=== dram_read_responder_flat ===
### src/rtl/dram_read_responder_if.sv
// AXI4 read-channel bundle between the DRAM read responder (master) and the HP port (slave).
interface dram_read_responder_if #(
  parameter int DRAM_ADDR_WIDTH = 39,
  parameter int DRAM_DATA_WIDTH = 128,
  parameter int AXI_ID_WIDTH    = 1
);
  logic [DRAM_ADDR_WIDTH-1:0] m_axi_araddr;
  logic [7:0]                 m_axi_arlen;
  logic [2:0]                 m_axi_arsize;
  logic [1:0]                 m_axi_arburst;
  logic [3:0]                 m_axi_arcache;
  logic [2:0]                 m_axi_arprot;
  logic [AXI_ID_WIDTH-1:0]    m_axi_arid;
  logic                       m_axi_arvalid;
  logic                       m_axi_arready;
  logic [DRAM_DATA_WIDTH-1:0] m_axi_rdata;
  logic [1:0]                 m_axi_rresp;
  logic                       m_axi_rlast;
  logic                       m_axi_rvalid;
  logic                       m_axi_rready;

  modport master (
    output m_axi_araddr, m_axi_arlen, m_axi_arsize, m_axi_arburst, m_axi_arcache,
           m_axi_arprot, m_axi_arid, m_axi_arvalid, m_axi_rready,
    input  m_axi_arready, m_axi_rdata, m_axi_rresp, m_axi_rlast, m_axi_rvalid
  );

  modport slave (
    input  m_axi_araddr, m_axi_arlen, m_axi_arsize, m_axi_arburst, m_axi_arcache,
           m_axi_arprot, m_axi_arid, m_axi_arvalid, m_axi_rready,
    output m_axi_arready, m_axi_rdata, m_axi_rresp, m_axi_rlast, m_axi_rvalid
  );
endinterface

### src/rtl/dram_read_responder.sv
// Turns address/length read requests into AXI4 INCR read bursts, splitting at 4 KB
// boundaries, and returns the read beats one cycle after each R handshake.
module dram_read_responder #(
  parameter int DRAM_ADDR_WIDTH = 39,
  parameter int DRAM_DATA_WIDTH = 128,
  parameter int AXI_ID_WIDTH    = 1
) (
  input  logic                       clk_pixel,
  input  logic                       dram_reader_resetn,
  input  logic [DRAM_ADDR_WIDTH-1:0] dram_read_addr,
  input  logic [7:0]                 dram_read_len,
  input  logic                       dram_read_en,
  output logic                       dram_read_busy,
  output logic [DRAM_DATA_WIDTH-1:0] dram_read_data,
  output logic                       dram_read_data_valid,
  output logic                       read_error,
  output logic                       request_dropped,
  dram_read_responder_if.master      m_axi
);
  localparam int BEAT_BYTES = DRAM_DATA_WIDTH / 8;
  localparam int BEAT_SHIFT = $clog2(BEAT_BYTES);

  typedef logic [DRAM_ADDR_WIDTH-1:0] addr_t;
  typedef enum logic [1:0] {IDLE = 2'd0, ADDR = 2'd1, DATA = 2'd2} state_t;

  state_t                     state_q, state_d;
  addr_t                      araddr_q, araddr_d;
  logic [7:0]                 arlen_q, arlen_d;
  logic                       arvalid_q, arvalid_d;
  logic                       rready_q, rready_d;
  addr_t                      next_addr_q, next_addr_d;
  logic [7:0]                 next_len_q, next_len_d;
  logic                       remaining_q, remaining_d;
  logic [7:0]                 beat_cnt_q, beat_cnt_d;
  logic [DRAM_DATA_WIDTH-1:0] data_q, data_d;
  logic                       valid_q, valid_d;
  logic                       error_q, error_d;
  logic                       dropped_q, dropped_d;

  addr_t       req_addr_s;
  logic [8:0]  req_beats_s;
  logic [12:0] bytes_to_bound_s;
  logic [8:0]  to_bound_s;
  logic        beat_s;
  logic        last_beat_s;
  logic        unused_addr_lsb_s;

  // Beats left before the next 4 KB page boundary decide whether the request splits.
  assign req_addr_s        = {dram_read_addr[DRAM_ADDR_WIDTH-1:BEAT_SHIFT], {BEAT_SHIFT{1'b0}}};
  assign unused_addr_lsb_s = ^dram_read_addr[BEAT_SHIFT-1:0];
  assign req_beats_s       = {1'b0, dram_read_len} + 9'd1;
  assign bytes_to_bound_s  = 13'd4096 - {1'b0, req_addr_s[11:0]};
  assign to_bound_s        = 9'(bytes_to_bound_s >> BEAT_SHIFT);
  assign beat_s            = m_axi.m_axi_rvalid & rready_q;
  assign last_beat_s       = (beat_cnt_q == arlen_q);

  assign dram_read_busy       = (state_q != IDLE);
  assign dram_read_data       = data_q;
  assign dram_read_data_valid = valid_q;
  assign read_error           = error_q;
  assign request_dropped      = dropped_q;

  assign m_axi.m_axi_araddr  = araddr_q;
  assign m_axi.m_axi_arlen   = arlen_q;
  assign m_axi.m_axi_arvalid = arvalid_q;
  assign m_axi.m_axi_rready  = rready_q;
  assign m_axi.m_axi_arsize  = 3'(BEAT_SHIFT);
  assign m_axi.m_axi_arburst = 2'b01;
  assign m_axi.m_axi_arcache = 4'b0011;
  assign m_axi.m_axi_arprot  = 3'b000;
  assign m_axi.m_axi_arid    = {AXI_ID_WIDTH{1'b0}};

  // Next-state and output decode of the request/address/data sequencer.
  always_comb begin
    state_d     = state_q;
    araddr_d    = araddr_q;
    arlen_d     = arlen_q;
    arvalid_d   = arvalid_q;
    rready_d    = rready_q;
    next_addr_d = next_addr_q;
    next_len_d  = next_len_q;
    remaining_d = remaining_q;
    beat_cnt_d  = beat_cnt_q;
    data_d      = data_q;
    valid_d     = 1'b0;
    error_d     = error_q;
    dropped_d   = dropped_q | (dram_read_en & (state_q != IDLE));

    case (state_q)
      IDLE: begin
        if (dram_read_en) begin
          araddr_d  = req_addr_s;
          arvalid_d = 1'b1;
          state_d   = ADDR;
          if (req_beats_s <= to_bound_s) begin
            arlen_d     = dram_read_len;
            remaining_d = 1'b0;
          end else begin
            arlen_d     = 8'(to_bound_s - 9'd1);
            next_addr_d = req_addr_s + (addr_t'(to_bound_s) << BEAT_SHIFT);
            next_len_d  = 8'(req_beats_s - to_bound_s - 9'd1);
            remaining_d = 1'b1;
          end
        end else begin
          state_d = IDLE;
        end
      end
      ADDR: begin
        if (m_axi.m_axi_arready) begin
          arvalid_d  = 1'b0;
          rready_d   = 1'b1;
          beat_cnt_d = 8'd0;
          state_d    = DATA;
        end else begin
          arvalid_d = 1'b1;
        end
      end
      DATA: begin
        if (beat_s) begin
          data_d  = m_axi.m_axi_rdata;
          valid_d = 1'b1;
          // The burst always ends on the arlen-th beat; a misplaced rlast only flags.
          error_d = error_q | (m_axi.m_axi_rresp != 2'b00) | (m_axi.m_axi_rlast != last_beat_s);
          if (last_beat_s) begin
            rready_d = 1'b0;
            if (remaining_q) begin
              araddr_d    = next_addr_q;
              arlen_d     = next_len_q;
              remaining_d = 1'b0;
              arvalid_d   = 1'b1;
              state_d     = ADDR;
            end else begin
              state_d = IDLE;
            end
          end else begin
            beat_cnt_d = beat_cnt_q + 8'd1;
          end
        end else begin
          state_d = DATA;
        end
      end
      default: begin
        state_d   = IDLE;
        arvalid_d = 1'b0;
        rready_d  = 1'b0;
      end
    endcase
  end

  // State and datapath registers with synchronous active-low reset.
  always_ff @(posedge clk_pixel) begin
    if (!dram_reader_resetn) begin
      state_q     <= IDLE;
      araddr_q    <= '0;
      arlen_q     <= 8'd0;
      arvalid_q   <= 1'b0;
      rready_q    <= 1'b0;
      next_addr_q <= '0;
      next_len_q  <= 8'd0;
      remaining_q <= 1'b0;
      beat_cnt_q  <= 8'd0;
      data_q      <= '0;
      valid_q     <= 1'b0;
      error_q     <= 1'b0;
      dropped_q   <= 1'b0;
    end else begin
      state_q     <= state_d;
      araddr_q    <= araddr_d;
      arlen_q     <= arlen_d;
      arvalid_q   <= arvalid_d;
      rready_q    <= rready_d;
      next_addr_q <= next_addr_d;
      next_len_q  <= next_len_d;
      remaining_q <= remaining_d;
      beat_cnt_q  <= beat_cnt_d;
      data_q      <= data_d;
      valid_q     <= valid_d;
      error_q     <= error_d;
      dropped_q   <= dropped_d;
    end
  end
endmodule
### src/flat_wrapper.sv
// flat-port wrapper written by rule: the top's interface ports become plain ports
module dram_read_responder_flat 
#(
  parameter int DRAM_ADDR_WIDTH = 39,
  parameter int DRAM_DATA_WIDTH = 128,
  parameter int AXI_ID_WIDTH    = 1
)
  (clk_pixel, dram_reader_resetn, dram_read_addr, dram_read_len, dram_read_en, dram_read_busy, dram_read_data, dram_read_data_valid, read_error, request_dropped, m_axi_m_axi_araddr, m_axi_m_axi_arlen, m_axi_m_axi_arsize, m_axi_m_axi_arburst, m_axi_m_axi_arcache, m_axi_m_axi_arprot, m_axi_m_axi_arid, m_axi_m_axi_arvalid, m_axi_m_axi_rready, m_axi_m_axi_arready, m_axi_m_axi_rdata, m_axi_m_axi_rresp, m_axi_m_axi_rlast, m_axi_m_axi_rvalid);
  dram_read_responder_if #(.DRAM_ADDR_WIDTH(DRAM_ADDR_WIDTH), .DRAM_DATA_WIDTH(DRAM_DATA_WIDTH), .AXI_ID_WIDTH(AXI_ID_WIDTH)) m_axi_i ();
  input  logic clk_pixel;
  input  logic dram_reader_resetn;
  input  logic [DRAM_ADDR_WIDTH-1:0] dram_read_addr;
  input  logic [7:0] dram_read_len;
  input  logic dram_read_en;
  output logic dram_read_busy;
  output logic [DRAM_DATA_WIDTH-1:0] dram_read_data;
  output logic dram_read_data_valid;
  output logic read_error;
  output logic request_dropped;
  output wire logic [$bits(m_axi_i.m_axi_araddr)-1:0] m_axi_m_axi_araddr;
  output wire logic [$bits(m_axi_i.m_axi_arlen)-1:0] m_axi_m_axi_arlen;
  output wire logic [$bits(m_axi_i.m_axi_arsize)-1:0] m_axi_m_axi_arsize;
  output wire logic [$bits(m_axi_i.m_axi_arburst)-1:0] m_axi_m_axi_arburst;
  output wire logic [$bits(m_axi_i.m_axi_arcache)-1:0] m_axi_m_axi_arcache;
  output wire logic [$bits(m_axi_i.m_axi_arprot)-1:0] m_axi_m_axi_arprot;
  output wire logic [$bits(m_axi_i.m_axi_arid)-1:0] m_axi_m_axi_arid;
  output wire logic [$bits(m_axi_i.m_axi_arvalid)-1:0] m_axi_m_axi_arvalid;
  output wire logic [$bits(m_axi_i.m_axi_rready)-1:0] m_axi_m_axi_rready;
  input wire logic [$bits(m_axi_i.m_axi_arready)-1:0] m_axi_m_axi_arready;
  input wire logic [$bits(m_axi_i.m_axi_rdata)-1:0] m_axi_m_axi_rdata;
  input wire logic [$bits(m_axi_i.m_axi_rresp)-1:0] m_axi_m_axi_rresp;
  input wire logic [$bits(m_axi_i.m_axi_rlast)-1:0] m_axi_m_axi_rlast;
  input wire logic [$bits(m_axi_i.m_axi_rvalid)-1:0] m_axi_m_axi_rvalid;
  assign m_axi_m_axi_araddr = m_axi_i.m_axi_araddr;
  assign m_axi_m_axi_arlen = m_axi_i.m_axi_arlen;
  assign m_axi_m_axi_arsize = m_axi_i.m_axi_arsize;
  assign m_axi_m_axi_arburst = m_axi_i.m_axi_arburst;
  assign m_axi_m_axi_arcache = m_axi_i.m_axi_arcache;
  assign m_axi_m_axi_arprot = m_axi_i.m_axi_arprot;
  assign m_axi_m_axi_arid = m_axi_i.m_axi_arid;
  assign m_axi_m_axi_arvalid = m_axi_i.m_axi_arvalid;
  assign m_axi_m_axi_rready = m_axi_i.m_axi_rready;
  assign m_axi_i.m_axi_arready = m_axi_m_axi_arready;
  assign m_axi_i.m_axi_rdata = m_axi_m_axi_rdata;
  assign m_axi_i.m_axi_rresp = m_axi_m_axi_rresp;
  assign m_axi_i.m_axi_rlast = m_axi_m_axi_rlast;
  assign m_axi_i.m_axi_rvalid = m_axi_m_axi_rvalid;
  dram_read_responder #(.DRAM_ADDR_WIDTH(DRAM_ADDR_WIDTH), .DRAM_DATA_WIDTH(DRAM_DATA_WIDTH), .AXI_ID_WIDTH(AXI_ID_WIDTH)) u_core (.clk_pixel(clk_pixel), .dram_reader_resetn(dram_reader_resetn), .dram_read_addr(dram_read_addr), .dram_read_len(dram_read_len), .dram_read_en(dram_read_en), .dram_read_busy(dram_read_busy), .dram_read_data(dram_read_data), .dram_read_data_valid(dram_read_data_valid), .read_error(read_error), .request_dropped(request_dropped), .m_axi(m_axi_i));
endmodule
### config.mk
export PLATFORM = sky130hd
export DESIGN_NAME = dram_read_responder_flat
export DESIGN_NICKNAME = d
export VERILOG_FILES = /design/src/rtl/dram_read_responder_if.sv /design/src/rtl/dram_read_responder.sv /design/src/flat_wrapper.sv
export SDC_FILE = /design/constraint.sdc
export NUM_CORES = 1
export LEC_CHECK = 0
export CAP_MARGIN = 20
export CORE_MARGIN = 3
export CORE_UTILIZATION = 40
export DETAILED_ROUTE_END_ITERATION = 10
export PLACE_DENSITY = 0.79
export REMOVE_ABC_BUFFERS = 1
export SLEW_MARGIN = 20
export SYNTH_ARGS = -nofsm -noshare
export SYNTH_HDL_FRONTEND = slang
export SYNTH_SLANG_ARGS = --single-unit
### constraint.sdc
create_clock -name clk_pixel -period 4.75 [get_ports clk_pixel]
set_input_delay 0.95 -clock clk_pixel [delete_from_list [all_inputs] [get_ports clk_pixel]]
set_output_delay 0.95 -clock clk_pixel [all_outputs]
set_load 0.05 [all_outputs]
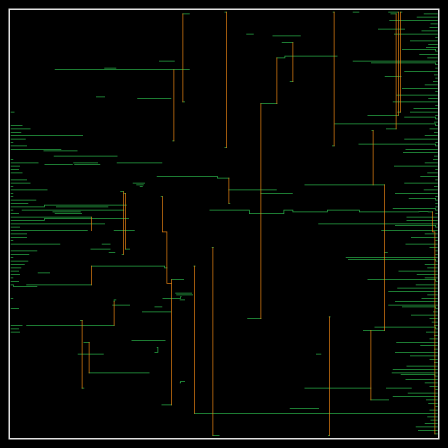
dram_read_responder_flat/layers.png
Only two layers are drawn.
- green: M3 (wire length 2,560 um)
- orange: M4 (wire length 1,010 um)

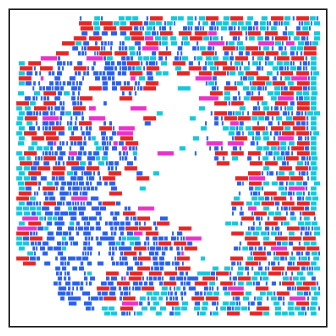
dram_read_responder_flat/class_map.png
- blue: remaining logic cells (cells 1,005; share of their area 39%)
- magenta: clock drivers and dummy loads (cells 48; share of their area 5.9%)
- red: registers (cells 229; share of their area 30%)
- cyan: remaining buffers and delay cells (cells 383; share of their area 25%)

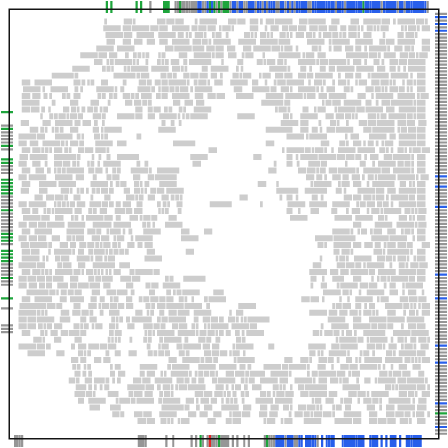
dram_read_responder_flat/pinout.png
Pins as bars across the die edge, other pins in gray.
- red: `request_dropped` (pins 1; direction output; edge bottom)
- green: `m_axi_m_axi_araddr` (pins 39; direction output; edge 20 left, 15 top, 3 bottom, 1 right)
- blue: `m_axi_m_axi_rdata` (pins 128; direction input; edge 70 top, 46 bottom, 12 right)
- all pins by edge: 125 right, 119 top, 83 bottom, 50 left

==> job_summary.md <==
## Synthesis and layout report

| Metric | Value |
|---|---|
| Core area | 27,000 um2 |
| Status | finished, final reports clean |
| Post-route ant nets | 0 |
| Wire per inst | 17.1 um |
| Hold endpoint | u_core.dram_read_data[79] |
| Cell chain of the critical path | clkdlybuf4s50_1 > inv_1 > ha_1 > nor3b_2 > ha_1 > ha_1 > nand3_1 > a21oi_1 > o21ai_0 > a311o_1 > a211oi_4 > buf_12 > mux2i_1 > nor2b_1 |
| Power in combinational cells | 0.943 mW |
| Total grt overflow | 0 |
| N_taps | 341 |
| Register area | 4580 um2 |
| Adder Share, Synth | 2.55% |
| Clock share of power | 40.9% |
| Worst Hold Depth | 2 |
| Final WS setup | 0.624 ns |
| Router iterations before antenna repair | 5 |
| Final hold vios | 0 |
| Fillcell total | 2,376 |
| CP endpoint kind | flop |
| Row cnt | 60 |
| Sequential cell fraction of total power | 40.5% |
| Clock Tree Root | clkbuf_16 |
| Flops & latches, synth | 229 |
| Sequential share of the synthesized area | 41.7% |
| Top cell excl fill/tap | nand2_1 |
| Final period util | 86.9% |
| Combinational group share of total power | 18.6% |
| Share of layout cells above drive strength 1 | 5.65% |
==> worst max-delay path: cells and delay by family <==
kind	cells	cell delay, ns
AND-OR/OR-AND	4	1.10
adder cells (fa/ha/maj)	3	0.91
buffers and inverters	3	0.81
multiplexers	1	0.24
AND/OR/NAND/NOR	3	0.48
==> per-stage QoR <==
stage                     hold slack, ns  TNS, ns  instance area (um2)
after floorplan                    0.460  -129.96                10500
after global placement             0.449        0                14800
after detailed placement           0.456        0                14800
after CTS                          0.465        0                15700
after global routing               0.479        0                15700
final                              0.462        0                15700

=== candle_slew ===
candle_slew/class_map.png
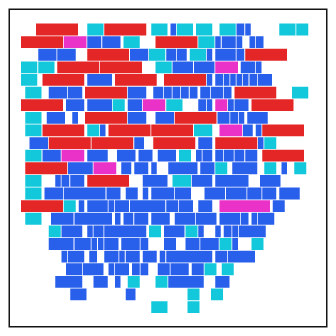
candle_slew/pinout.png
Pins as bars across the die edge, other pins in gray.
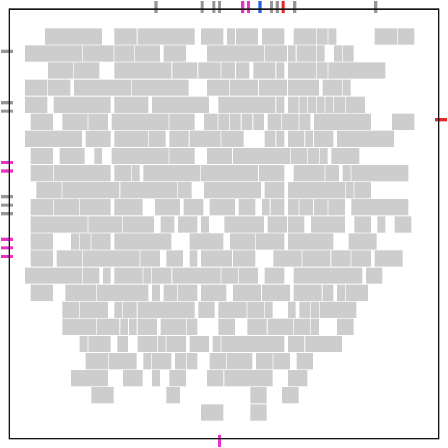
<file path="src/rtl/candle_slew.sv">
// Slew-rate limiter between the flicker brightness generator and the PWM stage.
// Walks an internal level toward an accepted target and republishes it only at PWM period ends.
module candle_slew #(
  parameter int WIDTH      = 8,
  parameter int MAX_STEP   = 16,
  parameter int HOLD_TICKS = 4
) (
  input  logic             clk,
  input  logic             rst,
  input  logic             tick,
  input  logic             period_end,
  input  logic             target_valid,
  input  logic [WIDTH-1:0] target,
  output logic             target_ready,
  output logic [WIDTH-1:0] level,
  output logic             busy,
  output logic [1:0]       fsm_state
);

  typedef enum logic [1:0] {
    IDLE   = 2'd0,
    RAMP   = 2'd1,
    SETTLE = 2'd2
  } state_t;

  localparam int             CW     = (HOLD_TICKS > 0) ? $clog2(HOLD_TICKS + 1) : 1;
  localparam logic [WIDTH-1:0] STEP   = WIDTH'(MAX_STEP);
  localparam logic [WIDTH:0]   STEP_W = (WIDTH+1)'(MAX_STEP);
  localparam logic [CW-1:0]    HOLD   = CW'(HOLD_TICKS);

  state_t            state, state_n;
  logic [WIDTH-1:0]  cur, cur_n;
  logic [WIDTH-1:0]  tgt, tgt_n;
  logic [CW-1:0]     cnt, cnt_n;
  logic signed [WIDTH:0] diff;
  logic [WIDTH:0]    mag;

  // Handshake: a target transfers on the rising edge where target_valid && target_ready;
  // target_ready is high only in IDLE, and upstream holds target stable until it transfers.
  assign target_ready = (state == IDLE);
  assign busy         = (state != IDLE);
  assign fsm_state    = state;

  // One extra bit keeps the distance signed, so stepping by MAX_STEP can never wrap.
  always_comb begin
    diff = $signed({1'b0, tgt}) - $signed({1'b0, cur});
    mag  = diff[WIDTH] ? $unsigned(-diff) : $unsigned(diff);
  end

  always_comb begin
    state_n = state;
    cur_n   = cur;
    tgt_n   = tgt;
    cnt_n   = cnt;
    case (state)
      IDLE: begin
        if (target_valid) begin
          tgt_n   = target;
          cnt_n   = '0;
          state_n = (target == cur) ? SETTLE : RAMP;
        end
      end
      RAMP: begin
        if (tick) begin
          if (mag <= STEP_W) begin
            cur_n   = tgt;
            cnt_n   = '0;
            state_n = SETTLE;
          end else if (diff[WIDTH]) begin
            cur_n = cur - STEP;
          end else begin
            cur_n = cur + STEP;
          end
        end
      end
      SETTLE: begin
        if (HOLD_TICKS == 0) begin
          state_n = IDLE;
        end else if (tick) begin
          cnt_n = cnt + CW'(1);
          if (cnt_n == HOLD) state_n = IDLE;
        end
      end
      default: state_n = IDLE;
    endcase
  end

  // level samples the pre-step cur, so a coincident tick shows up one period later.
  always_ff @(posedge clk or negedge rst) begin
    if (!rst) begin
      state <= IDLE;
      cur   <= '0;
      tgt   <= '0;
      cnt   <= '0;
      level <= '0;
    end else begin
      state <= state_n;
      cur   <= cur_n;
      tgt   <= tgt_n;
      cnt   <= cnt_n;
      if (period_end) level <= cur;
    end
  end

endmodule

</file>
<file path="config.mk">
export PLATFORM = sky130hd
export DESIGN_NAME = candle_slew
export DESIGN_NICKNAME = d
export VERILOG_FILES = /design/src/rtl/candle_slew.sv
export SDC_FILE = /design/constraint.sdc
export NUM_CORES = 1
export LEC_CHECK = 0
export ABC_CLOCK_PERIOD_IN_PS = 2950
export CORE_MARGIN = 2
export CORE_UTILIZATION = 50
export CTS_BUF_LIST = sky130_fd_sc_hd__clkbuf_4 sky130_fd_sc_hd__clkbuf_8 sky130_fd_sc_hd__clkbuf_16
export CTS_CLUSTER_SIZE = 40
export DETAILED_ROUTE_END_ITERATION = 16
export PLACE_DENSITY = 0.84
export SYNTH_ARGS = -nofsm -noshare
export SYNTH_HDL_FRONTEND = slang
export SYNTH_SLANG_ARGS = --single-unit
</file>
<file path="constraint.sdc">
create_clock -name clk -period 2.95 [get_ports clk]
set_input_delay 0.295 -clock clk [delete_from_list [all_inputs] [get_ports clk]]
set_output_delay 0.295 -clock clk [all_outputs]
set_load 0.03 [all_outputs]
</file>
==> job_summary.md <==
## Synthesis and layout report

| Metric | Value |
|---|---|
| Status | finished, violations left |
| Failing checks | negative setup slack |
| Worst R2R Path Depth | 14 |
| Total grt overflow | 0 |
| Initial DRC Count | 253 |
| Post-Synth AOI/OAI Area | 18.0% |
| Largest type area fraction | 35.3% |
| Worst-Margin Slew | 0.690 ns |
| Pre-CTS WS | -0.0787 ns |
| Die ar. | 4640 um2 |
| Area added between synthesis and finish | 36.5% |
| Buffering overhead | 15.0% |
| Final WS setup | -0.0867 ns |
| Critical path startpoint category | flop |
| Vias per cell | 5.89 |
| Flops & latches, synth | 29 |
| Worst-path clk slew | 0.07 ns |
| OpenROAD warnings | 29 |
| Top cells by area | dfrtp_1 (35%), mux2_2 (8.8%), ha_1 (7.9%), xor2_1 (4.7%), mux2_4 (2.9%) |
| Adder Share, Synth | 9.86% |
| Post-route ant nets | 0 |
| Final wirelength | 5360 um |
| I/O Buffers | 24 |
| Placed cell count | 291 |
| Most frequent cell after synthesis | dfrtp_1 |
| Syn avg cell area | 10.0 um2 |
| Final setup fails | 9 |
| Synth warnings | 0 |
About candle_slew/class_map.png:
- cyan: remaining buffers and delay cells (cells 47; share of their area 15%)
- red: registers (cells 29; share of their area 26%)
- magenta: clock drivers and dummy loads (cells 8; share of their area 4.4%)
- blue: remaining logic cells (cells 171; share of their area 54%)

About candle_slew/pinout.png:
- magenta: `target` (pins 8; direction input; edge 5 left, 2 top, 1 bottom)
- blue: `target_valid` (pins 1; direction input; edge top)
- red: `fsm_state` (pins 2; direction output; edge 1 right, 1 top)
- all pins by edge: 12 top, 11 left, 1 right, 1 bottom

## worst max-delay path, cell delays in order, from the launching register on
cell      delay [ns]
dfrtp_1         0.40
inv_2           0.09
ha_4            0.13
inv_2           0.04
fa_2            0.42
nand3_2         0.10
a21boi_2        0.07
o31ai_2         0.26
buf_4           0.17
buf_4           0.11
o311ai_2        0.14
nor4_4          0.30
a211o_2         0.18
nand3_4         0.14
mux2_4          0.37

=== bus_input_sampler ===
bus_input_sampler/clock_wires.png
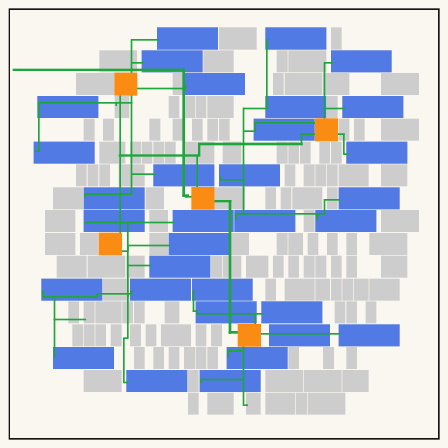
bus_input_sampler/pinout.png
Pins as bars across the die edge, other pins in gray.
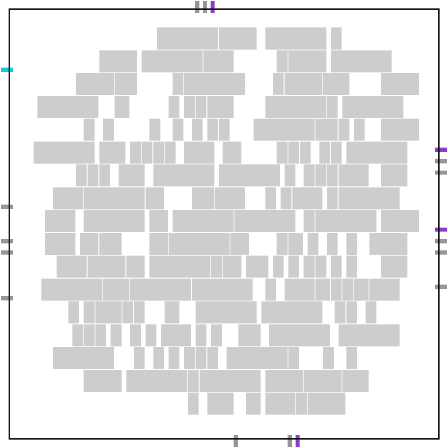
bus_input_sampler/layers.png
Only two layers are drawn.
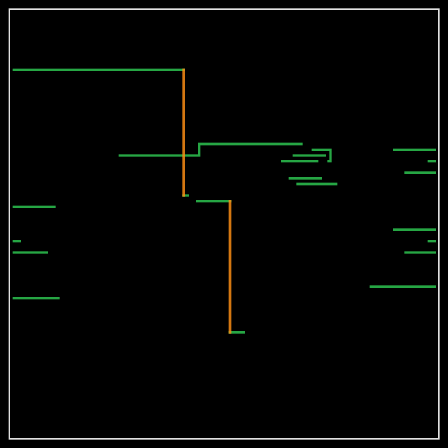
[src/rtl/bus_input_sampler_pkg.sv]
// Shared constants and helpers for the MITM bus input sampler.
// Idle level is shared with the protocol sniffer blocks.
package bus_input_sampler_pkg;

  localparam logic BUS_IDLE_LEVEL = 1'b1;

  function automatic int clog2(input int v);
    int r;
    r = 0;
    while ((1 << r) < v) r++;
    return r;
  endfunction

  function automatic int cnt_width(input int fc);
    return clog2(fc) + 1;
  endfunction

endpackage

[src/rtl/bus_input_line_filter.sv]
// One bus line: synchroniser chain, glitch filter and edge pulses.
// Glitch strobe port exists only with BUS_INPUT_GLITCH_COUNT_EN.
module bus_input_line_filter
  import bus_input_sampler_pkg::*;
#(
  parameter int   SYNC_STAGES   = 2,
  parameter int   FILTER_CYCLES = 3,
  parameter logic RESET_BIT     = BUS_IDLE_LEVEL
) (
  input  logic sys_clk,
  input  logic sys_rst,
  input  logic din,
  output logic level,
  output logic rise,
  output logic fall
`ifdef BUS_INPUT_GLITCH_COUNT_EN
  ,
  output logic glitch
`endif
);

  localparam int CW = cnt_width(FILTER_CYCLES);
  localparam logic [CW-1:0] CMAX = CW'(FILTER_CYCLES - 1);

  logic [SYNC_STAGES-1:0] sync;
  logic [CW-1:0]          cnt;
  logic [CW-1:0]          cnt_d;
  logic                   lvl_d;
  logic                   rise_d;
  logic                   fall_d;
  logic                   s;

  assign s = sync[SYNC_STAGES-1];

`ifdef BUS_INPUT_GLITCH_COUNT_EN
  // Level fell back to f with a partial count pending.
  assign glitch = (s == level) && (cnt != '0);
`endif

  always_comb begin
    cnt_d  = '0;
    lvl_d  = level;
    rise_d = 1'b0;
    fall_d = 1'b0;
    if (s != level) begin
      if (cnt == CMAX) begin
        lvl_d  = s;
        rise_d = s;
        fall_d = ~s;
      end else begin
        cnt_d = cnt + CW'(1);
      end
    end
  end

  always_ff @(posedge sys_clk) begin
    if (sys_rst) begin
      sync  <= {SYNC_STAGES{RESET_BIT}};
      level <= RESET_BIT;
      cnt   <= '0;
      rise  <= 1'b0;
      fall  <= 1'b0;
    end else begin
      sync  <= {sync[SYNC_STAGES-2:0], din};
      level <= lvl_d;
      cnt   <= cnt_d;
      rise  <= rise_d;
      fall  <= fall_d;
    end
  end

endmodule

[src/rtl/bus_input_sampler.sv]
// Receive front end for the MITM bus: sync, deglitch, edge pulses.
// Optional glitch_count output under BUS_INPUT_GLITCH_COUNT_EN.
module bus_input_sampler
  import bus_input_sampler_pkg::*;
#(
  parameter int WIDTH         = 4,
  parameter int SYNC_STAGES   = 2,
  parameter int FILTER_CYCLES = 3,
  parameter logic [WIDTH-1:0] RESET_VALUE = {WIDTH{BUS_IDLE_LEVEL}}
) (
  input  logic             sys_clk,
  input  logic             sys_rst,
  input  logic [WIDTH-1:0] in_line,
  output logic [WIDTH-1:0] out_line,
  output logic [WIDTH-1:0] rise_edge,
  output logic [WIDTH-1:0] fall_edge
`ifdef BUS_INPUT_GLITCH_COUNT_EN
  ,
  output logic [15:0]      glitch_count
`endif
);

`ifdef BUS_INPUT_GLITCH_COUNT_EN
  logic [WIDTH-1:0] glitch_bits;
`endif

  for (genvar i = 0; i < WIDTH; i++) begin : g_line
    bus_input_line_filter #(
      .SYNC_STAGES  (SYNC_STAGES),
      .FILTER_CYCLES(FILTER_CYCLES),
      .RESET_BIT    (RESET_VALUE[i])
    ) u_line (
      .sys_clk(sys_clk),
      .sys_rst(sys_rst),
      .din    (in_line[i]),
      .level  (out_line[i]),
      .rise   (rise_edge[i]),
      .fall   (fall_edge[i])
`ifdef BUS_INPUT_GLITCH_COUNT_EN
      ,
      .glitch (glitch_bits[i])
`endif
    );
  end

`ifdef BUS_INPUT_GLITCH_COUNT_EN
  // One count per cycle regardless of how many bits rejected.
  always_ff @(posedge sys_clk) begin
    if (sys_rst) begin
      glitch_count <= '0;
    end else if (|glitch_bits && glitch_count != 16'hFFFF) begin
      glitch_count <= glitch_count + 16'd1;
    end
  end
`endif

endmodule
[config.mk]
export PLATFORM = sky130hd
export DESIGN_NAME = bus_input_sampler
export DESIGN_NICKNAME = d
export VERILOG_FILES = /design/src/rtl/bus_input_sampler_pkg.sv /design/src/rtl/bus_input_line_filter.sv /design/src/rtl/bus_input_sampler.sv
export SDC_FILE = /design/constraint.sdc
export NUM_CORES = 1
export LEC_CHECK = 0
export ABC_AREA = 1
export CORE_MARGIN = 2
export CORE_UTILIZATION = 60
export CTS_BUF_LIST = sky130_fd_sc_hd__clkbuf_4
export CTS_CLUSTER_SIZE = 40
export DETAILED_ROUTE_END_ITERATION = 8
export GPL_TIMING_DRIVEN = 1
export PLACE_DENSITY = 0.86
export SLEW_MARGIN = 20
export SYNTH_ARGS = -nofsm -noshare
export SYNTH_HDL_FRONTEND = slang
export SYNTH_SLANG_ARGS = --single-unit
[constraint.sdc]
create_clock -name sys_clk -period 1.5 [get_ports sys_clk]
set_input_delay 0.225 -clock sys_clk [delete_from_list [all_inputs] [get_ports sys_clk]]
set_output_delay 0.225 -clock sys_clk [all_outputs]
set_load 0.02 [all_outputs]
==> job_summary.md <==
## Synthesis and layout report

| Metric | Value |
|---|---|
| Combinational group share of total power | 3.8% |
| Crit-path max FO | 1 |
| Reg-to-reg setup timing slack | 0.38 ns |
| Yosys Instances | 155 |
| Sequential cell area share | 43.1% |
| Vias in the first global route | 803 |
| DR DRC count | 0 |
| H-tree levels | 2 |
| Logic area | 478 um2 |
| OpenROAD warnings | 30 |
| Core area | 2150 um2 |
| Worst R2R Path Depth | 7 |
| Status | finished, final reports clean |
| Static leakage | 0.761 nW |
| Die Ht | 51.0 um |
| Final GP Congestion | 0.689 |
| Number of clock-tree buffers in the layout | 5 |
| Final hold vios | 0 |
| Worst path depth | 1 |
| Worst-path clk slew | 0.10 ns |
| Area after DPL | 1430 um2 |
| CTS Buf Count | 5 |
| Dominant Register Cell | dfxtp_1 |
| Worst setup path end | rise_edge[1] |
| Hold endpoint | g_line[2].u_line.sync[1] |
| Fin cells | 195 |
| Number of enable flip-flop cells | 0 |
| Post-Synth AOI/OAI Area | 2.08% |
| Slowest stage delay, CP | 0.59 ns |
| Final setup fails | 0 |
| Flops & latches, synth | 32 |
| Critical Path AT | 1.22 ns |
About bus_input_sampler/clock_wires.png:
- green: clock wires (length 336 um)
- blue: flip-flops (count 32)
- orange: clock-net drivers (count 5)
- flops lie: widely spread
- routed clock nets: 6

About bus_input_sampler/pinout.png:
- purple: `fall_edge` (pins 4; direction output; edge 2 right, 1 top, 1 bottom)
- cyan: `sys_clk` (pins 1; direction input; edge left)

About bus_input_sampler/layers.png:
- green: M3 (wire length 109 um)
- orange: M4 (wire length 30.6 um)

layer usage:
metal  up-vias  share of wire (%)  global-route usage [%]
met5         -                  0                       0
met4         0                1.7                    9.46
met3         4                6.1                    8.77
met2        27                 51                    27.5
met1       395                 42                    16.6
li1        469                  -                       -
registers in the layout (all words and copies together) (netlist names):
| register | flops |
|---|---|
| g_line.u_line.sync | 8 |
| g_line.u_line.level | 4 |
| g_line.u_line.rise | 4 |
| g_line.u_line.fall | 4 |
| g_line.u_line.cnt | 12 |

=== execute_stage_ctrl_flat ===
### config.mk
export PLATFORM = sky130hd
export DESIGN_NAME = execute_stage_ctrl_flat
export DESIGN_NICKNAME = d
export VERILOG_FILES = /design/src/rtl/execute_stage_ctrl_if.sv /design/src/rtl/execute_stage_ctrl.sv /design/src/flat_wrapper.sv
export SDC_FILE = /design/constraint.sdc
export NUM_CORES = 1
export LEC_CHECK = 0
export CAP_MARGIN = 15
export CORE_AREA = 2 2 223 225
export DETAILED_ROUTE_END_ITERATION = 6
export DIE_AREA = 0 0 225 227
export PLACE_DENSITY_LB_ADDON = 0.12
export SLEW_MARGIN = 5
export SYNTH_ARGS = -nofsm -noshare
export SYNTH_HDL_FRONTEND = slang
export SYNTH_SLANG_ARGS = --single-unit
### constraint.sdc
create_clock -name clk -period 3 [get_ports clk]
set_clock_uncertainty 0.2 [all_clocks]
set_input_delay 0.9 -clock clk [delete_from_list [all_inputs] [get_ports clk]]
set_output_delay 0.9 -clock clk [all_outputs]
set_load 0.02 [all_outputs]
### src/rtl/execute_stage_ctrl_if.sv
// Execute-stage bus bundle: decoded D-stage fields, hazard controls,
// the external ALU connection, the M pipeline register and the CC flags.
// "slave" is the execute stage itself; "master" is whatever surrounds it.
interface execute_stage_ctrl_if #(
   parameter int unsigned DATA_W = 64
);
   logic [3:0]        d_icode;
   logic [3:0]        d_ifun;
   logic [DATA_W-1:0] d_valc;
   logic [DATA_W-1:0] d_vala;
   logic [DATA_W-1:0] d_valb;
   logic [3:0]        d_dste;
   logic [3:0]        d_dstm;
   logic [3:0]        d_stat;

   logic              e_stall;
   logic              e_bubble;
   logic              m_bubble;
   logic [3:0]        m_stat_in;
   logic [3:0]        w_stat_in;

   logic [DATA_W-1:0] alu_a;
   logic [DATA_W-1:0] alu_b;
   logic [1:0]        alu_fun;
   logic [DATA_W-1:0] alu_out;
   logic              alu_zf;
   logic              alu_sf;
   logic              alu_of;

   logic              e_cnd;
   logic [3:0]        e_dste_out;

   logic [3:0]        M_icode;
   logic [3:0]        M_dste;
   logic [3:0]        M_dstm;
   logic [3:0]        M_stat;
   logic              M_cnd;
   logic [DATA_W-1:0] M_vale;
   logic [DATA_W-1:0] M_vala;

   logic              cc_zf;
   logic              cc_sf;
   logic              cc_of;

   modport slave (
      input  d_icode, d_ifun, d_valc, d_vala, d_valb, d_dste, d_dstm, d_stat,
      input  e_stall, e_bubble, m_bubble, m_stat_in, w_stat_in,
      input  alu_out, alu_zf, alu_sf, alu_of,
      output alu_a, alu_b, alu_fun,
      output e_cnd, e_dste_out,
      output M_icode, M_dste, M_dstm, M_stat, M_cnd, M_vale, M_vala,
      output cc_zf, cc_sf, cc_of
   );

   modport master (
      output d_icode, d_ifun, d_valc, d_vala, d_valb, d_dste, d_dstm, d_stat,
      output e_stall, e_bubble, m_bubble, m_stat_in, w_stat_in,
      output alu_out, alu_zf, alu_sf, alu_of,
      input  alu_a, alu_b, alu_fun,
      input  e_cnd, e_dste_out,
      input  M_icode, M_dste, M_dstm, M_stat, M_cnd, M_vale, M_vala,
      input  cc_zf, cc_sf, cc_of
   );
endinterface

### src/rtl/execute_stage_ctrl.sv
// Y86-64 PIPE execute stage controller: E pipeline register, ALU operand
// and function selection, condition-code register, cnd evaluation for
// cmovXX/jXX, and the M pipeline register.
module execute_stage_ctrl #(
   parameter int unsigned DATA_W = 64,
   parameter logic [3:0]  RNONE  = 4'hF,
   parameter logic [2:0]  CC_RST = 3'b100
) (
   input logic                 clk,
   input logic                 rst_n,
   execute_stage_ctrl_if.slave bus
);

   localparam logic [3:0] I_NOP    = 4'h1;
   localparam logic [3:0] I_RRMOVQ = 4'h2;
   localparam logic [3:0] I_IRMOVQ = 4'h3;
   localparam logic [3:0] I_RMMOVQ = 4'h4;
   localparam logic [3:0] I_MRMOVQ = 4'h5;
   localparam logic [3:0] I_OPQ    = 4'h6;
   localparam logic [3:0] I_CALL   = 4'h8;
   localparam logic [3:0] I_RET    = 4'h9;
   localparam logic [3:0] I_PUSHQ  = 4'hA;
   localparam logic [3:0] I_POPQ   = 4'hB;

   localparam logic [3:0] STAT_AOK = 4'h1;
   localparam logic [3:0] STAT_HLT = 4'h2;
   localparam logic [3:0] STAT_ADR = 4'h3;
   localparam logic [3:0] STAT_INS = 4'h4;

   localparam logic [DATA_W-1:0] POS8 = DATA_W'(8);
   localparam logic [DATA_W-1:0] NEG8 = ~DATA_W'(8) + DATA_W'(1);

   logic [3:0]        eIcode_q, eIcode_d;
   logic [3:0]        eIfun_q,  eIfun_d;
   logic [DATA_W-1:0] eValc_q,  eValc_d;
   logic [DATA_W-1:0] eVala_q,  eVala_d;
   logic [DATA_W-1:0] eValb_q,  eValb_d;
   logic [3:0]        eDste_q,  eDste_d;
   logic [3:0]        eDstm_q,  eDstm_d;
   logic [3:0]        eStat_q,  eStat_d;

   logic [2:0]        cc_q, cc_d;

   logic [3:0]        mIcode_q, mIcode_d;
   logic              mCnd_q,   mCnd_d;
   logic [DATA_W-1:0] mVale_q,  mVale_d;
   logic [DATA_W-1:0] mVala_q,  mVala_d;
   logic [3:0]        mDste_q,  mDste_d;
   logic [3:0]        mDstm_q,  mDstm_d;
   logic [3:0]        mStat_q,  mStat_d;

   logic [DATA_W-1:0] aluA;
   logic [DATA_W-1:0] aluB;
   logic [1:0]        aluFun;
   logic              cnd;
   logic [3:0]        dsteOut;
   logic              setCc;
   logic              mExc;
   logic              wExc;

   // E register next state: stall holds and wins over bubble, bubble inserts a NOP
   always_comb begin
      eIcode_d = eIcode_q;
      eIfun_d  = eIfun_q;
      eValc_d  = eValc_q;
      eVala_d  = eVala_q;
      eValb_d  = eValb_q;
      eDste_d  = eDste_q;
      eDstm_d  = eDstm_q;
      eStat_d  = eStat_q;
      if (!bus.e_stall) begin
         if (bus.e_bubble) begin
            eIcode_d = I_NOP;
            eIfun_d  = 4'h0;
            eValc_d  = '0;
            eVala_d  = '0;
            eValb_d  = '0;
            eDste_d  = RNONE;
            eDstm_d  = RNONE;
            eStat_d  = STAT_AOK;
         end else begin
            eIcode_d = bus.d_icode;
            eIfun_d  = bus.d_ifun;
            eValc_d  = bus.d_valc;
            eVala_d  = bus.d_vala;
            eValb_d  = bus.d_valb;
            eDste_d  = bus.d_dste;
            eDstm_d  = bus.d_dstm;
            eStat_d  = bus.d_stat;
         end
      end
   end

   // E register, reset to a bubble
   always_ff @(posedge clk or negedge rst_n) begin
      if (!rst_n) begin
         eIcode_q <= I_NOP;
         eIfun_q  <= 4'h0;
         eValc_q  <= '0;
         eVala_q  <= '0;
         eValb_q  <= '0;
         eDste_q  <= RNONE;
         eDstm_q  <= RNONE;
         eStat_q  <= STAT_AOK;
      end else begin
         eIcode_q <= eIcode_d;
         eIfun_q  <= eIfun_d;
         eValc_q  <= eValc_d;
         eVala_q  <= eVala_d;
         eValb_q  <= eValb_d;
         eDste_q  <= eDste_d;
         eDstm_q  <= eDstm_d;
         eStat_q  <= eStat_d;
      end
   end

   // ALU operand and function selection; stack ops adjust valB by +/-8
   always_comb begin
      aluA = '0;
      aluB = '0;
      case (eIcode_q)
         I_RRMOVQ: aluA = eVala_q;
         I_IRMOVQ: aluA = eValc_q;
         I_OPQ: begin
            aluA = eVala_q;
            aluB = eValb_q;
         end
         I_RMMOVQ, I_MRMOVQ: begin
            aluA = eValc_q;
            aluB = eValb_q;
         end
         I_CALL, I_PUSHQ: begin
            aluA = NEG8;
            aluB = eValb_q;
         end
         I_RET, I_POPQ: begin
            aluA = POS8;
            aluB = eValb_q;
         end
         default: ;
      endcase
      aluFun = (eIcode_q == I_OPQ) ? eIfun_q[1:0] : 2'd0;
   end

   // Condition evaluation from the CC register, and cmov destination gating
   always_comb begin
      case (eIfun_q)
         4'h0:    cnd = 1'b1;
         4'h1:    cnd = (cc_q[1] ^ cc_q[0]) | cc_q[2];
         4'h2:    cnd = cc_q[1] ^ cc_q[0];
         4'h3:    cnd = cc_q[2];
         4'h4:    cnd = ~cc_q[2];
         4'h5:    cnd = ~(cc_q[1] ^ cc_q[0]);
         4'h6:    cnd = ~(cc_q[1] ^ cc_q[0]) & ~cc_q[2];
         default: cnd = 1'b0;
      endcase
      dsteOut = ((eIcode_q == I_RRMOVQ) && !cnd) ? RNONE : eDste_q;
   end

   // CC update: only an OPq sets flags, and not while a later stage holds an exception
   always_comb begin
      mExc  = (bus.m_stat_in == STAT_HLT) || (bus.m_stat_in == STAT_ADR) ||
              (bus.m_stat_in == STAT_INS);
      wExc  = (bus.w_stat_in == STAT_HLT) || (bus.w_stat_in == STAT_ADR) ||
              (bus.w_stat_in == STAT_INS);
      setCc = (eIcode_q == I_OPQ) && !mExc && !wExc;
      cc_d  = setCc ? {bus.alu_zf, bus.alu_sf, bus.alu_of} : cc_q;
   end

   // Condition-code register {ZF,SF,OF}
   always_ff @(posedge clk or negedge rst_n) begin
      if (!rst_n) begin
         cc_q <= CC_RST;
      end else begin
         cc_q <= cc_d;
      end
   end

   // M register next state: bubble or capture the executed instruction
   always_comb begin
      if (bus.m_bubble) begin
         mIcode_d = I_NOP;
         mCnd_d   = 1'b0;
         mVale_d  = '0;
         mVala_d  = '0;
         mDste_d  = RNONE;
         mDstm_d  = RNONE;
         mStat_d  = STAT_AOK;
      end else begin
         mIcode_d = eIcode_q;
         mCnd_d   = cnd;
         mVale_d  = bus.alu_out;
         mVala_d  = eVala_q;
         mDste_d  = dsteOut;
         mDstm_d  = eDstm_q;
         mStat_d  = eStat_q;
      end
   end

   // M register, reset to a bubble
   always_ff @(posedge clk or negedge rst_n) begin
      if (!rst_n) begin
         mIcode_q <= I_NOP;
         mCnd_q   <= 1'b0;
         mVale_q  <= '0;
         mVala_q  <= '0;
         mDste_q  <= RNONE;
         mDstm_q  <= RNONE;
         mStat_q  <= STAT_AOK;
      end else begin
         mIcode_q <= mIcode_d;
         mCnd_q   <= mCnd_d;
         mVale_q  <= mVale_d;
         mVala_q  <= mVala_d;
         mDste_q  <= mDste_d;
         mDstm_q  <= mDstm_d;
         mStat_q  <= mStat_d;
      end
   end

   assign bus.alu_a      = aluA;
   assign bus.alu_b      = aluB;
   assign bus.alu_fun    = aluFun;
   assign bus.e_cnd      = cnd;
   assign bus.e_dste_out = dsteOut;
   assign bus.M_icode    = mIcode_q;
   assign bus.M_cnd      = mCnd_q;
   assign bus.M_vale     = mVale_q;
   assign bus.M_vala     = mVala_q;
   assign bus.M_dste     = mDste_q;
   assign bus.M_dstm     = mDstm_q;
   assign bus.M_stat     = mStat_q;
   assign bus.cc_zf      = cc_q[2];
   assign bus.cc_sf      = cc_q[1];
   assign bus.cc_of      = cc_q[0];

endmodule

### src/flat_wrapper.sv
// flat-port wrapper written by rule: the top's interface ports become plain ports
module execute_stage_ctrl_flat 
#(
   parameter int unsigned DATA_W = 64,
   parameter logic [3:0]  RNONE  = 4'hF,
   parameter logic [2:0]  CC_RST = 3'b100
)
  (clk, rst_n, bus_d_icode, bus_d_ifun, bus_d_valc, bus_d_vala, bus_d_valb, bus_d_dste, bus_d_dstm, bus_d_stat, bus_e_stall, bus_e_bubble, bus_m_bubble, bus_m_stat_in, bus_w_stat_in, bus_alu_out, bus_alu_zf, bus_alu_sf, bus_alu_of, bus_alu_a, bus_alu_b, bus_alu_fun, bus_e_cnd, bus_e_dste_out, bus_M_icode, bus_M_dste, bus_M_dstm, bus_M_stat, bus_M_cnd, bus_M_vale, bus_M_vala, bus_cc_zf, bus_cc_sf, bus_cc_of);
  execute_stage_ctrl_if #(.DATA_W(DATA_W)) bus_i ();
  input logic clk;
  input logic rst_n;
  input wire logic [$bits(bus_i.d_icode)-1:0] bus_d_icode;
  input wire logic [$bits(bus_i.d_ifun)-1:0] bus_d_ifun;
  input wire logic [$bits(bus_i.d_valc)-1:0] bus_d_valc;
  input wire logic [$bits(bus_i.d_vala)-1:0] bus_d_vala;
  input wire logic [$bits(bus_i.d_valb)-1:0] bus_d_valb;
  input wire logic [$bits(bus_i.d_dste)-1:0] bus_d_dste;
  input wire logic [$bits(bus_i.d_dstm)-1:0] bus_d_dstm;
  input wire logic [$bits(bus_i.d_stat)-1:0] bus_d_stat;
  input wire logic [$bits(bus_i.e_stall)-1:0] bus_e_stall;
  input wire logic [$bits(bus_i.e_bubble)-1:0] bus_e_bubble;
  input wire logic [$bits(bus_i.m_bubble)-1:0] bus_m_bubble;
  input wire logic [$bits(bus_i.m_stat_in)-1:0] bus_m_stat_in;
  input wire logic [$bits(bus_i.w_stat_in)-1:0] bus_w_stat_in;
  input wire logic [$bits(bus_i.alu_out)-1:0] bus_alu_out;
  input wire logic [$bits(bus_i.alu_zf)-1:0] bus_alu_zf;
  input wire logic [$bits(bus_i.alu_sf)-1:0] bus_alu_sf;
  input wire logic [$bits(bus_i.alu_of)-1:0] bus_alu_of;
  output wire logic [$bits(bus_i.alu_a)-1:0] bus_alu_a;
  output wire logic [$bits(bus_i.alu_b)-1:0] bus_alu_b;
  output wire logic [$bits(bus_i.alu_fun)-1:0] bus_alu_fun;
  output wire logic [$bits(bus_i.e_cnd)-1:0] bus_e_cnd;
  output wire logic [$bits(bus_i.e_dste_out)-1:0] bus_e_dste_out;
  output wire logic [$bits(bus_i.M_icode)-1:0] bus_M_icode;
  output wire logic [$bits(bus_i.M_dste)-1:0] bus_M_dste;
  output wire logic [$bits(bus_i.M_dstm)-1:0] bus_M_dstm;
  output wire logic [$bits(bus_i.M_stat)-1:0] bus_M_stat;
  output wire logic [$bits(bus_i.M_cnd)-1:0] bus_M_cnd;
  output wire logic [$bits(bus_i.M_vale)-1:0] bus_M_vale;
  output wire logic [$bits(bus_i.M_vala)-1:0] bus_M_vala;
  output wire logic [$bits(bus_i.cc_zf)-1:0] bus_cc_zf;
  output wire logic [$bits(bus_i.cc_sf)-1:0] bus_cc_sf;
  output wire logic [$bits(bus_i.cc_of)-1:0] bus_cc_of;
  assign bus_i.d_icode = bus_d_icode;
  assign bus_i.d_ifun = bus_d_ifun;
  assign bus_i.d_valc = bus_d_valc;
  assign bus_i.d_vala = bus_d_vala;
  assign bus_i.d_valb = bus_d_valb;
  assign bus_i.d_dste = bus_d_dste;
  assign bus_i.d_dstm = bus_d_dstm;
  assign bus_i.d_stat = bus_d_stat;
  assign bus_i.e_stall = bus_e_stall;
  assign bus_i.e_bubble = bus_e_bubble;
  assign bus_i.m_bubble = bus_m_bubble;
  assign bus_i.m_stat_in = bus_m_stat_in;
  assign bus_i.w_stat_in = bus_w_stat_in;
  assign bus_i.alu_out = bus_alu_out;
  assign bus_i.alu_zf = bus_alu_zf;
  assign bus_i.alu_sf = bus_alu_sf;
  assign bus_i.alu_of = bus_alu_of;
  assign bus_alu_a = bus_i.alu_a;
  assign bus_alu_b = bus_i.alu_b;
  assign bus_alu_fun = bus_i.alu_fun;
  assign bus_e_cnd = bus_i.e_cnd;
  assign bus_e_dste_out = bus_i.e_dste_out;
  assign bus_M_icode = bus_i.M_icode;
  assign bus_M_dste = bus_i.M_dste;
  assign bus_M_dstm = bus_i.M_dstm;
  assign bus_M_stat = bus_i.M_stat;
  assign bus_M_cnd = bus_i.M_cnd;
  assign bus_M_vale = bus_i.M_vale;
  assign bus_M_vala = bus_i.M_vala;
  assign bus_cc_zf = bus_i.cc_zf;
  assign bus_cc_sf = bus_i.cc_sf;
  assign bus_cc_of = bus_i.cc_of;
  execute_stage_ctrl #(.DATA_W(DATA_W), .RNONE(RNONE), .CC_RST(CC_RST)) u_core (.clk(clk), .rst_n(rst_n), .bus(bus_i));
endmodule
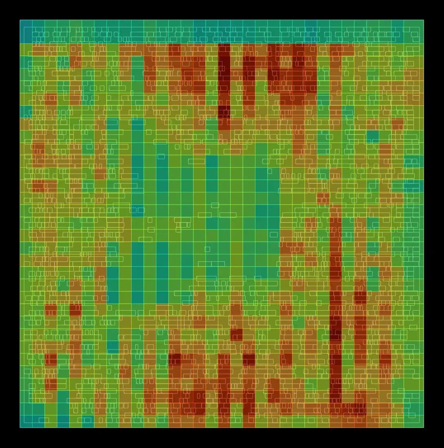
execute_stage_ctrl_flat/congestion_map.png
GR peak layer: met2
GR Util met1: 23.7%
wire per inst: 20.5 um

==> job_summary.md <==
## Synthesis and layout report

| Metric | Value |
|---|---|
| Clock tree buffer depth | 3 |
| Layout clock area frac | 6.25% |
| Number of buffers outside the clock class in the layout | 646 |
| Area after DPL | 21,700 um2 |
| Synth warnings | 0 |
| Worst min path class | primary input to asynchronous set/reset pin |
| Final hold vios | 0 |
| Top class by area | flip-flops and latches |
| Top cells by area | dfrtp_1 (57%), nand2b_1 (8.6%), nor2b_1 (8.3%), o21ai_0 (6.9%), nand2_1 (5.3%) |
| Final WS setup | -0.328 ns |
| Syn avg cell area | 10.5 um2 |
| CP endpoint kind | output port |
| Ys async rst share | 100% |
| Post-synth top cells | dfrtp_1 (339), nand2_1 (209), o21ai_0 (207) |
| Final setup fails | 130 |
| RSZ-0062 raised after global routing | yes |
| Failing checks | negative setup slack |
| Design area | 23,400 um2 |
| DP Wirelength | 39,800 um |
| XOR/XNOR Fraction of Synth Area | 0.0587% |
| Register area | 9030 um2 |
| Pin count of the biggest net entering global routing | 74 |
| Vias per cell | 4.56 |
| Final nets | 2,290 |
| Buffering overhead | 28.2% |
| Mux cell area share | 0.369% |
| Status | finished, violations left |
| Worst R2R Path Depth | 5 |
| Comb gates | 940 |
flip-flops by register name, indices dropped and copies added, names as in the netlist, 64 cells and up:
| signal | cells |
|---|---|
| u_core.eValc_q | 64 |
| u_core.eVala_q | 64 |
| u_core.eValb_q | 64 |
| u_core.bus.M_vala | 64 |
| u_core.bus.M_vale | 64 |
power by group:
group / switching, mW / internal [mW]
Sequential: 0.218 / 5.21
Clock: 2.09 / 3.36
Combinational: 1.21 / 1.26
metal layers:
metal	GRT usage, %	wire length, um
met1	23.7	20700
met2	34.3	26600
met3	9.03	5430
met4	9.31	1870
met5	0	66


==> gallery <==
Clock wires, drivers and flops.
(a)
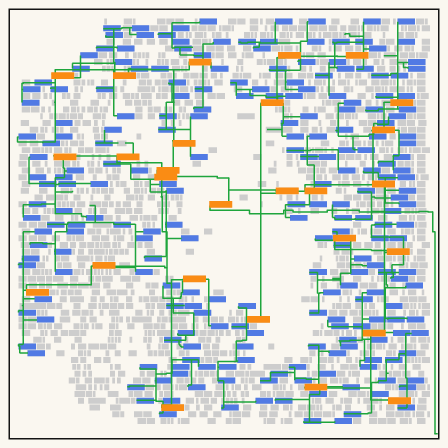
(b)
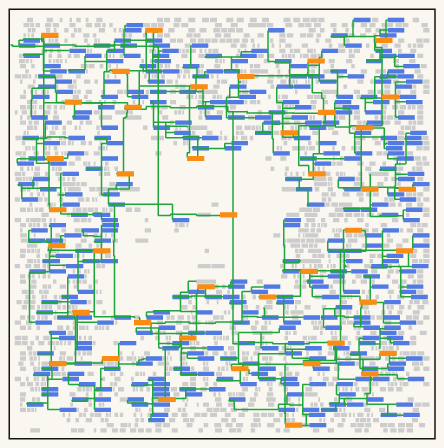
(c)
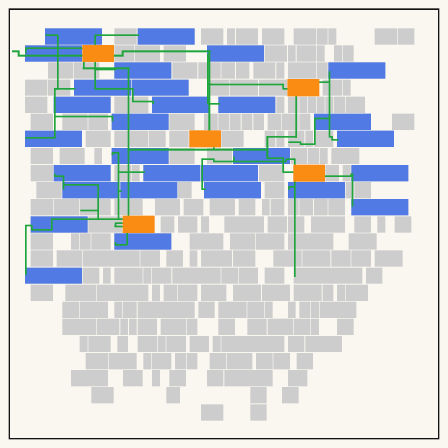
execute_stage_ctrl_flat: (b)
candle_slew: (c)
dram_read_responder_flat: (a)
The one with the most sequential cells is (b).

Power is estimated from default activity; no workload was simulated.
